# design 1

**Design 1: floorplan with the power grid**

Scale bar: 20 um. Pins as bars on the die edge.
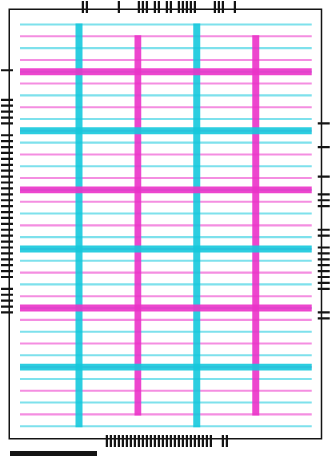
**Design 1: placement by cell class**

Scale bar: 20 um.
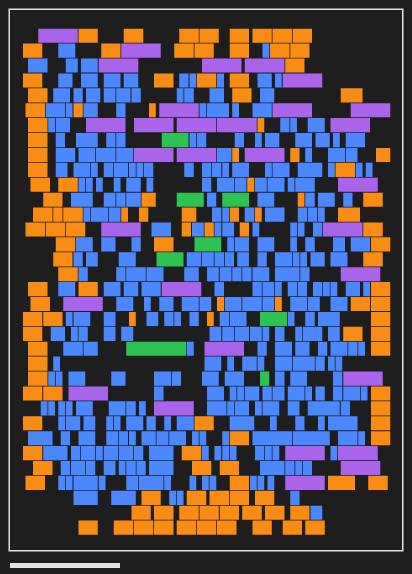
--- config.mk ---
export PLATFORM = sky130hd
export DESIGN_NAME = mc8051_agu
export DESIGN_NICKNAME = d
export VERILOG_FILES = /design/src/rtl/mc8051_agu.sv
export SDC_FILE = /design/constraint.sdc
export NUM_CORES = 1
export LEC_CHECK = 0
export CAP_MARGIN = 20
export CORE_ASPECT_RATIO = 1.4
export CORE_MARGIN = 2
export CORE_UTILIZATION = 46
export DETAILED_ROUTE_END_ITERATION = 6
export GPL_TIMING_DRIVEN = 0
export PLACE_DENSITY = 0.8
export SLEW_MARGIN = 20
export SYNTH_ARGS = -nofsm -noshare
export SYNTH_HDL_FRONTEND = slang
export SYNTH_SLANG_ARGS = --single-unit
--- constraint.sdc ---
create_clock -name i_clk -period 5.07 [get_ports i_clk]
set_input_delay 1.014 -clock i_clk [delete_from_list [all_inputs] [get_ports i_clk]]
set_output_delay 1.014 -clock i_clk [all_outputs]
set_load 0.02 [all_outputs]
--- src/rtl/mc8051_agu.sv ---
// mc8051 address-generation unit: turns one addressing request per handshake into
// a registered {address, space, bit index, error} entry and owns the stack pointer.
module mc8051_agu #(
  parameter int unsigned ADDR_W      = 16,
  parameter logic [7:0]  SP_RESET    = 8'h07,
  parameter int unsigned BANK_STRIDE = 8
) (
  input  logic              i_clk,
  input  logic              i_rst,
  input  logic              i_req_valid,
  output logic              o_req_ready,
  input  logic [3:0]        i_mode,
  input  logic [1:0]        i_rs,
  input  logic [2:0]        i_rn,
  input  logic [7:0]        i_base_h,
  input  logic [7:0]        i_base_l,
  input  logic [7:0]        i_offset,
  input  logic [15:0]       i_pc,
  input  logic [7:0]        i_direct,
  input  logic              i_sp_wr,
  input  logic [7:0]        i_sp_wdata,
  output logic              o_addr_valid,
  input  logic              i_addr_ready,
  output logic [ADDR_W-1:0] o_addr,
  output logic [1:0]        o_space,
  output logic [2:0]        o_bit_idx,
  output logic              o_err,
  output logic [7:0]        o_sp_q
);

  localparam logic [3:0] MODE_REG       = 4'd0;
  localparam logic [3:0] MODE_DIRECT    = 4'd1;
  localparam logic [3:0] MODE_IND8      = 4'd2;
  localparam logic [3:0] MODE_XDPTR     = 4'd3;
  localparam logic [3:0] MODE_XRI       = 4'd4;
  localparam logic [3:0] MODE_CODE_DPTR = 4'd5;
  localparam logic [3:0] MODE_CODE_PC   = 4'd6;
  localparam logic [3:0] MODE_BIT       = 4'd7;
  localparam logic [3:0] MODE_PUSH      = 4'd8;
  localparam logic [3:0] MODE_POP       = 4'd9;

  localparam logic [1:0] SPACE_IRAM  = 2'd0;
  localparam logic [1:0] SPACE_SFR   = 2'd1;
  localparam logic [1:0] SPACE_XDATA = 2'd2;
  localparam logic [1:0] SPACE_CODE  = 2'd3;

  logic [7:0]  sp_q;
  logic        accept;
  logic        take;
  logic [15:0] bank_base;
  logic [15:0] dptr_sum;
  logic [15:0] pc_sum;
  logic [7:0]  bit_byte;
  logic [7:0]  sp_inc;
  logic [7:0]  sp_dec;
  logic [15:0] calc_addr;
  logic [1:0]  calc_space;
  logic [2:0]  calc_bit;
  logic        calc_err;

  // Handshake: a request transfers on a rising edge where i_req_valid && o_req_ready;
  // the entry transfers where o_addr_valid && i_addr_ready. Producers hold their
  // payload stable while valid is high and not yet taken.
  assign o_req_ready = !o_addr_valid || i_addr_ready;
  assign accept      = i_req_valid && o_req_ready;
  assign take        = o_addr_valid && i_addr_ready;

  assign bank_base = 16'(i_rs) * 16'(BANK_STRIDE) + 16'(i_rn);
  assign dptr_sum  = {i_base_h, i_base_l} + {8'h00, i_offset};
  assign pc_sum    = i_pc + {8'h00, i_offset};
  assign bit_byte  = 8'h20 + {4'h0, i_direct[6:3]};
  assign sp_inc    = sp_q + 8'd1;
  assign sp_dec    = sp_q - 8'd1;

  always_comb begin
    calc_addr  = 16'h0000;
    calc_space = SPACE_IRAM;
    calc_bit   = 3'd0;
    calc_err   = 1'b0;
    case (i_mode)
      MODE_REG: begin
        calc_addr = bank_base;
      end
      MODE_DIRECT: begin
        calc_addr  = {8'h00, i_direct};
        calc_space = i_direct[7] ? SPACE_SFR : SPACE_IRAM;
      end
      MODE_IND8: begin
        calc_addr = {8'h00, i_base_l};
      end
      MODE_XDPTR: begin
        calc_addr  = {i_base_h, i_base_l};
        calc_space = SPACE_XDATA;
      end
      MODE_XRI: begin
        calc_addr  = {8'h00, i_base_l};
        calc_space = SPACE_XDATA;
      end
      MODE_CODE_DPTR: begin
        calc_addr  = dptr_sum;
        calc_space = SPACE_CODE;
      end
      MODE_CODE_PC: begin
        calc_addr  = pc_sum;
        calc_space = SPACE_CODE;
      end
      MODE_BIT: begin
        // Low half of the bit space lives in RAM bytes 20h-2Fh; the upper half maps
        // onto the bit-addressable SFRs, which sit on 8-byte boundaries.
        calc_bit = i_direct[2:0];
        if (i_direct[7]) begin
          calc_addr  = {8'h00, i_direct[7:3], 3'b000};
          calc_space = SPACE_SFR;
        end else begin
          calc_addr = {8'h00, bit_byte};
        end
      end
      MODE_PUSH: begin
        calc_addr = {8'h00, sp_inc};
      end
      MODE_POP: begin
        calc_addr = {8'h00, sp_q};
      end
      default: begin
        calc_err = 1'b1;
      end
    endcase
  end

  always_ff @(posedge i_clk) begin
    if (i_rst) begin
      o_addr_valid <= 1'b0;
      o_addr       <= '0;
      o_space      <= SPACE_IRAM;
      o_bit_idx    <= 3'd0;
      o_err        <= 1'b0;
    end else if (accept) begin
      o_addr_valid <= 1'b1;
      o_addr       <= ADDR_W'(calc_addr);
      o_space      <= calc_space;
      o_bit_idx    <= calc_bit;
      o_err        <= calc_err;
    end else if (take) begin
      o_addr_valid <= 1'b0;
    end
  end

  // A software write beats a concurrent PUSH/POP; the request still used the old SP.
  always_ff @(posedge i_clk) begin
    if (i_rst) begin
      sp_q <= SP_RESET;
    end else if (i_sp_wr) begin
      sp_q <= i_sp_wdata;
    end else if (accept && (i_mode == MODE_PUSH)) begin
      sp_q <= sp_inc;
    end else if (accept && (i_mode == MODE_POP)) begin
      sp_q <= sp_dec;
    end
  end

  assign o_sp_q = sp_q;

endmodule

==> job_summary.md <==
### Yosys + OpenROAD results

| Metric | Value |
|---|---|
| Cell breakdown of the critical path | clkdlybuf4s50_1 > nor4bb_1 > buf_2 > buf_2 > clkbuf_2 > nand2_1 > nand2_1 > ha_1 > inv_1 > fa_1 > nand3b_1 > nand4_1 > nand2_1 > or4b_1 > a311oi_1 |
| Run status | finished, violations left |
| Cell type with the largest total area after synthesis | sky130_fd_sc_hd__dfxtp_1 |
| Max-slew violation total from the final report | 0 |
| Worst clock skew | approximately 0.0047 ns |
| Die x size | between 70 and 80 um |
| Final weighted congestion in routability-driven placement | around 0.91 |
| Arrival time of data at the critical path endpoint | roughly 4.9 ns |
| Number of routed nets with antenna violations | 0 |
| Most frequently used flop master after synthesis | sky130_fd_sc_hd__dfxtp_1 |
| Floorplan Nets | ~480 |
| Unrepaired setup endpoints after global routing | no |
| Crit Path Category | input port to flop |
| Max Clock Freq | between 200 and 250 MHz |
| Largest combinational cell category by area | simple AND/OR/NAND/NOR gates |
| Register with the highest flop count | o_addr |
| Hold violation count in the final report | 0 |
| OpenROAD warnings | 29 |
| Worst slew pin tran | approximately 0.92 ns |
| Total DRC errors in the routed layout | 1 |
| Most popular library cell in the synthesized design by count | sky130_fd_sc_hd__nand2_1 |
| Post-synth cell types | approximately 64 |
| Flip-flops with a built-in enable | 0 |
| Clock buffer depth | 2 |
| Violations in the final reports | design-rule violations |
| Post-layout utilization of the core | roughly 67% |
| Number of cell instances after yosys synthesis | 398 |
Notes on 'floorplan with the power grid' of design 1 above:
Key: cyan = VSS; magenta = VDD
35 met1 rails follow the rows. 4 straps on met4. 6 straps on met5.

Notes on 'placement by cell class' of design 1 above:
Key: purple = flip-flops [cells 31, share of their area 15%]; blue = all other logic [cells 342, share of their area 54%]; orange = other buffers and delay cells [cells 125, share of their area 28%]; green = clock drivers and dummy loads [cells 8, share of their area 2.9%]

[power breakdown]
group          switching (mW)  internal [mW]
registers              0.0127          0.253
logic                   0.152          0.140
clock network           0.107          0.159
[metal layers]
metal	wire (um)	vias up	track usage [%]
li1	-	1684	-
met1	4070	1632	33.8
met2	5240	196	52.1
met3	665	39	3.68
met4	404	0	11.5
met5	0	-	0
[layout make-up]
type,count,area (um2)
repair buffers,100,1000
flip-flops and latches,31,621
multi-input cells,330,2130
fillers,554,2060
clock buffers,6,82.6
clock inverters,2,35.0
well taps,72,90.1
inverters,12,45.0
plain buffers,25,140
[worst min-delay path by stage]
stage	from	endpoint	cells after the start
finish	o_addr[4]	o_addr[4]	2
global route	o_addr[4]	o_addr[4]	2
CTS	o_addr[4]	o_addr[4]	2
detailed placement	o_addr[4]	o_addr[4]	2
global placement	o_addr[4]	o_addr[4]	2
floorplan	o_addr[4]	o_addr[4]	2
[through the flow]
step / area, um2 / hold WS (ns)
CTS: 4150 / 0.468
global placement: 4030 / 0.456
detailed placement: 4030 / 0.456
finish: 4150 / 0.465
global route: 4150 / 0.481
floorplan: 2940 / 0.535

# design 2

**Design 2: floorplan with the power grid**

Scale bar: 20 um. Pins as bars on the die edge.
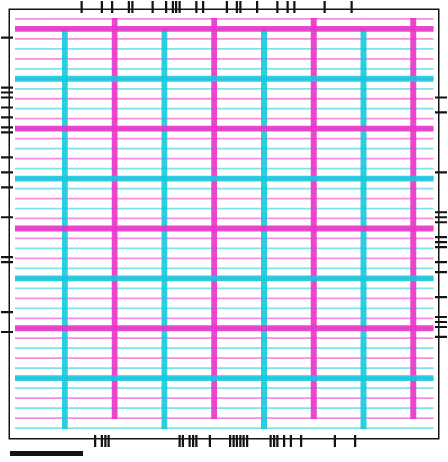
**Design 2: clock wires, drivers and flops**

Scale bar: 20 um.
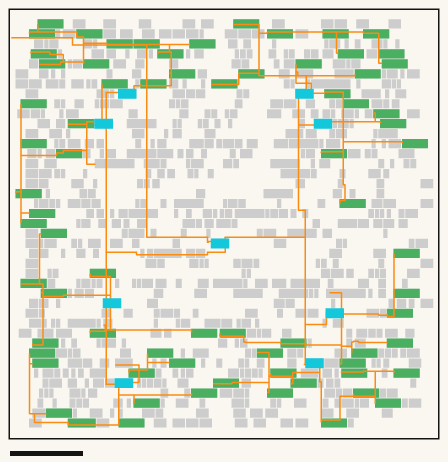
**Design 2: wiring by layer**

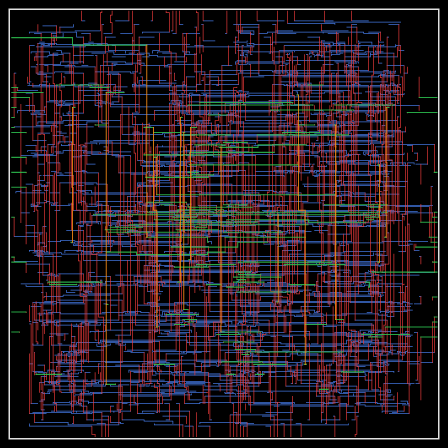
==> src/rtl/iter_shifter.sv <==
// Iterative shift unit: shifts at most STEP bits per cycle under a
// start/done handshake. Supports SLL, SRL, SRA and rotate-right.
module iter_shifter #(
  parameter int unsigned WIDTH = 32,
  parameter int unsigned STEP  = 1,
  localparam int unsigned SHW  = $clog2(WIDTH)
) (
  input  logic             clk,
  input  logic             rst,
  input  logic             start,
  input  logic [1:0]       op,
  input  logic [WIDTH-1:0] data_in,
  input  logic [SHW-1:0]   shamt,
  output logic             ready,
  output logic             busy,
  output logic             done,
  output logic [WIDTH-1:0] result
);

  localparam logic [1:0] OpSll  = 2'b00;
  localparam logic [1:0] OpSrl  = 2'b01;
  localparam logic [1:0] OpSra  = 2'b10;

  // One extra bit so STEP == WIDTH and WIDTH itself are representable.
  localparam logic [SHW:0] StepK  = (SHW+1)'(STEP);
  localparam logic [SHW:0] WidthK = (SHW+1)'(WIDTH);

  typedef enum logic [1:0] {StIdle, StShift, StDone} state_e;

  state_e           state_q, state_d;
  logic [1:0]       op_q, op_d;
  logic [WIDTH-1:0] work_q, work_d;
  logic [SHW-1:0]   rem_q, rem_d;
  logic [WIDTH-1:0] result_q, result_d;

  logic [SHW:0]     k;
  logic [WIDTH-1:0] shifted;
  logic             accept;

  assign ready  = (state_q == StIdle) || (state_q == StDone);
  assign busy   = (state_q == StShift);
  assign done   = (state_q == StDone);
  assign result = result_q;
  assign accept = start && ready;

  // Step amount and the working register shifted by it for the latched op.
  always_comb begin
    k = ({1'b0, rem_q} > StepK) ? StepK : {1'b0, rem_q};
    shifted = work_q;
    if (k != '0) begin
      unique case (op_q)
        OpSll:   shifted = work_q << k;
        OpSrl:   shifted = work_q >> k;
        // Arithmetic shift replicates the current MSB, which is the original sign.
        OpSra:   shifted = $signed(work_q) >>> k;
        default: shifted = (work_q >> k) | (work_q << (WidthK - k));
      endcase
    end
  end

  // Next-state logic: accept, iterate, publish result on the final step.
  always_comb begin
    state_d  = state_q;
    op_d     = op_q;
    work_d   = work_q;
    rem_d    = rem_q;
    result_d = result_q;
    unique case (state_q)
      StShift: begin
        work_d = shifted;
        rem_d  = rem_q - k[SHW-1:0];
        if (rem_q == k[SHW-1:0]) begin
          state_d  = StDone;
          result_d = shifted;
        end
      end
      StIdle, StDone: begin
        if (accept) begin
          op_d   = op;
          work_d = data_in;
          rem_d  = shamt;
          if (shamt == '0) begin
            state_d  = StDone;
            result_d = data_in;
          end else begin
            state_d = StShift;
          end
        end else begin
          state_d = StIdle;
        end
      end
      default: state_d = StIdle;
    endcase
  end

  // State registers; reset wins over everything, dropping any in-flight shift.
  always_ff @(posedge clk) begin
    if (rst) begin
      state_q  <= StIdle;
      op_q     <= 2'b00;
      work_q   <= '0;
      rem_q    <= '0;
      result_q <= '0;
    end else begin
      state_q  <= state_d;
      op_q     <= op_d;
      work_q   <= work_d;
      rem_q    <= rem_d;
      result_q <= result_d;
    end
  end

endmodule

==> config.mk <==
export PLATFORM = sky130hd
export DESIGN_NAME = iter_shifter
export DESIGN_NICKNAME = d
export VERILOG_FILES = /design/src/rtl/iter_shifter.sv
export SDC_FILE = /design/constraint.sdc
export NUM_CORES = 1
export LEC_CHECK = 0
export CAP_MARGIN = 20
export CORE_MARGIN = 1
export CORE_UTILIZATION = 40
export CTS_BUF_LIST = sky130_fd_sc_hd__clkbuf_8
export DETAILED_ROUTE_END_ITERATION = 10
export PLACE_DENSITY = 0.6
export SKIP_LAST_GASP = 1
export SYNTH_ARGS = -nofsm -noshare
export SYNTH_HDL_FRONTEND = slang
export SYNTH_SLANG_ARGS = --single-unit
==> constraint.sdc <==
create_clock -name clk -period 5.5 [get_ports clk]
set_clock_uncertainty 0.05 [all_clocks]
set_input_delay 1.1 -clock clk [delete_from_list [all_inputs] [get_ports clk]]
set_output_delay 1.1 -clock clk [all_outputs]
set_load 0.1 [all_outputs]
==> job_summary.md <==
### Yosys + OpenROAD results

| Metric | Value |
|---|---|
| Most common cell after layout, fill and taps aside | sky130_fd_sc_hd__clkdlybuf4s50_1 |
| Hold violation count in the final report | 0 |
| XOR/XNOR Area Share | 0.167% |
| Register bit total from synthesis | between 70 and 80 |
| Vertical die dimension | 117 um |
| Crit start category | flop |
| Post-synth cell types | ~80 |
| Grt met3 use | between 5 and 6% |
| Share of cells above drive strength 1 | between 10% and 20% |
| Top cells by area | sky130_fd_sc_hd__dfxtp_1, sky130_fd_sc_hd__mux4_2, sky130_fd_sc_hd__mux2i_1 |
| Number of warnings printed during yosys synthesis | 0 |
| Post-layout minimum cycle time | about 4.2 ns |
| Layout Cell Area excl Fill | 6330 um2 |
| FF-to-FF Start | rem_q[4] |
| Flip-flops with a built-in enable | 0 |
| Clock latency of the later-clocked register in the worst-skew pair | around 0.37 ns |
| Count of fill cells added during filler insertion | ~1,300 |
| Max Clock Freq | ~240 MHz |
| Worst min-delay path startpoint | result[16] |
| Average cell area after synthesis | about 7.9 um2 |
| Core ar. | about 13,000 um2 |
| Most frequently used flop master after synthesis | sky130_fd_sc_hd__dfxtp_1 |
| Arithmetic-cell share of the synthesized area counting full adders, half adders and majority gates | less than 1% |
| Floorplan-stage core utilization | 41.3% |
| Worst setup startpoint | state_q[0] |
| Cell Pwr Density | around 360 nW/um2 |
| Most used routing layer | met2 |
| Largest combinational cell category by area | AND-OR/OR-AND gates |
| Tally of max-capacitance violations | 0 |
| Fraction of the cycle the final worst path needs | about three quarters |
| Post-synthesis mux area share | between 10% and 20% |
| Arrival time of data at the critical path endpoint | between 3 and 4 ns |
| Reg-to-Reg End | result[31] |
| CTS Buf Count | 9 |
| Met2 WL post-DR | a little over 9 mm |
| Clock transition at the register clock pins on the worst setup and hold paths after CTS | 0.08 ns |
| Fraction of the mapped netlist area in simple logic gates | about a fifth |
| Number of nets at the end of the flow | around 750 |
| Total Power | approximately 2.3 mW |
| Critical Path RT | about 4.4 ns |
| Met2 routing resource usage after global routing | about half |
| Root cell of the clock tree | sky130_fd_sc_hd__clkbuf_8 |
| Boundary Pins | between 70 and 80 |
| Syn Inst Count | approximately 660 |
| Final weighted congestion in routability-driven placement | 0.976 |
| Top library cells by usage in the layout, fill and taps aside | sky130_fd_sc_hd__clkdlybuf4s50_1, sky130_fd_sc_hd__nor2_1, sky130_fd_sc_hd__dfxtp_1, sky130_fd_sc_hd__nand2_1, sky130_fd_sc_hd__o21ai_0 |
| Deepest level of the CTS H-tree | 3 |
| Antenna violations before repair | 0 |
| Run status | completed |
| Worst Setup End Kind | output port |
| TritonCTS clock tree | built |
| Total global routing overflow | 0 |
| Placed standard-cell area | approximately 6100 um2 |
| Number of routed nets with antenna violations | 0 |
| Number of rows created at floorplan | around 41 |
| Number of cell instances after yosys synthesis | approximately 660 |
| Routed met1 length | about 9.1 mm |
| DR pass1 iterations | 5 |
| Die x size | about 120 um |
| Clock buffer depth | 2 |
| Largest net degree at the start of global routing | between 60 and 70 |
| Slew headroom | between 30% and 40% |
| Hold slack final | between 0.4 and 0.5 ns |
| Per-cell via count in the routed design | 6.29 |
| Worst slew pin tran | slightly above 1 ns |
| Number of design-rule violations left by the first detailed-router iteration | ~540 |
| Crit Path Category | flop to output port |
| Port-buffer cells | 76 |
| Depth of the worst register-to-register path | 11 |
## Picture notes: 'floorplan with the power grid' of design 2
Key: magenta = VDD; cyan = VSS
77 signal pins sit on the boundary. 42 met1 rails follow the rows. 8 straps on met5. 8 straps on met4. The core has 41 rows.

## Picture notes: 'clock wires, drivers and flops' of design 2
Key: green = flip-flops [count 73]; cyan = cells driving clock nets [count 9]; orange = clock wires [length 1,210 um]
Position of the flops: all over the die. There are 10 routed clock nets.

## Picture notes: 'wiring by layer' of design 2
Key: orange = met4 [wire length 628 um]; red = met2 [wire length 9,250 um]; blue = met1 [wire length 9,060 um]; green = met3 [wire length 1,360 um]

==> worst max-delay path: stages, from the launching register on <==
cell and delay [ns]:
sky130_fd_sc_hd__dfxtp_2 0.83, sky130_fd_sc_hd__nand2b_1 0.40, sky130_fd_sc_hd__inv_1 0.23, sky130_fd_sc_hd__clkdlybuf4s50_1 1.16
==> state kept, by name, indices dropped and copies added, names as in the netlist <==
register	cells
op_q	2
rem_q	5
result	32
state_q	2
work_q	32
==> area by class of cell <==
class | instances | area (um2) | area share, %
clock buffer | 12 | 165 | 2.61
clock inverter | 4 | 97.6 | 1.54
sequential | 73 | 1460 | 23.1
timing repair buffer | 93 | 883 | 14.0
inverter | 19 | 76.3 | 1.21
tap | 172 | 215 | 3.40
multi-input combinational | 507 | 3430 | 54.2
==> metrics by stage <==
step           utilization (%)  setup slack, ns
6_report                  49.7             1.34
5_1_grt                   49.7             1.19
4_1_cts                   49.7             1.36
3_5_place_dp              47.7             1.66
3_3_place_gp              47.7             1.79
2_1_floorplan                -             1.80
==> report_power, final <==
group          switching (mW)  internal, mW
clock                   0.227         0.339
sequential              0.119         0.591
combinational           0.671         0.354
total                    1.02          1.28


## Gallery

Track usage over the die.
Plate I
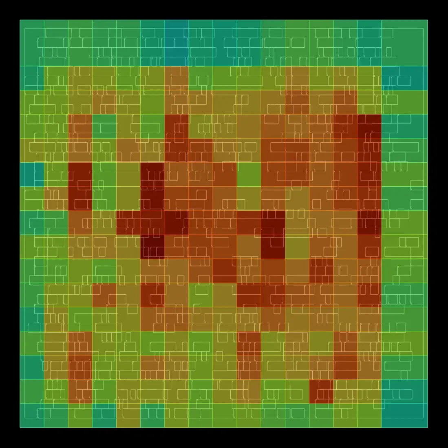
Plate II
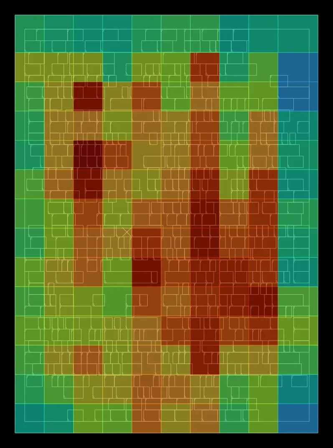
For design 1, see Plate II.
For design 2, see Plate I.

No activity file was given, so power comes from the tool's default toggle rates.
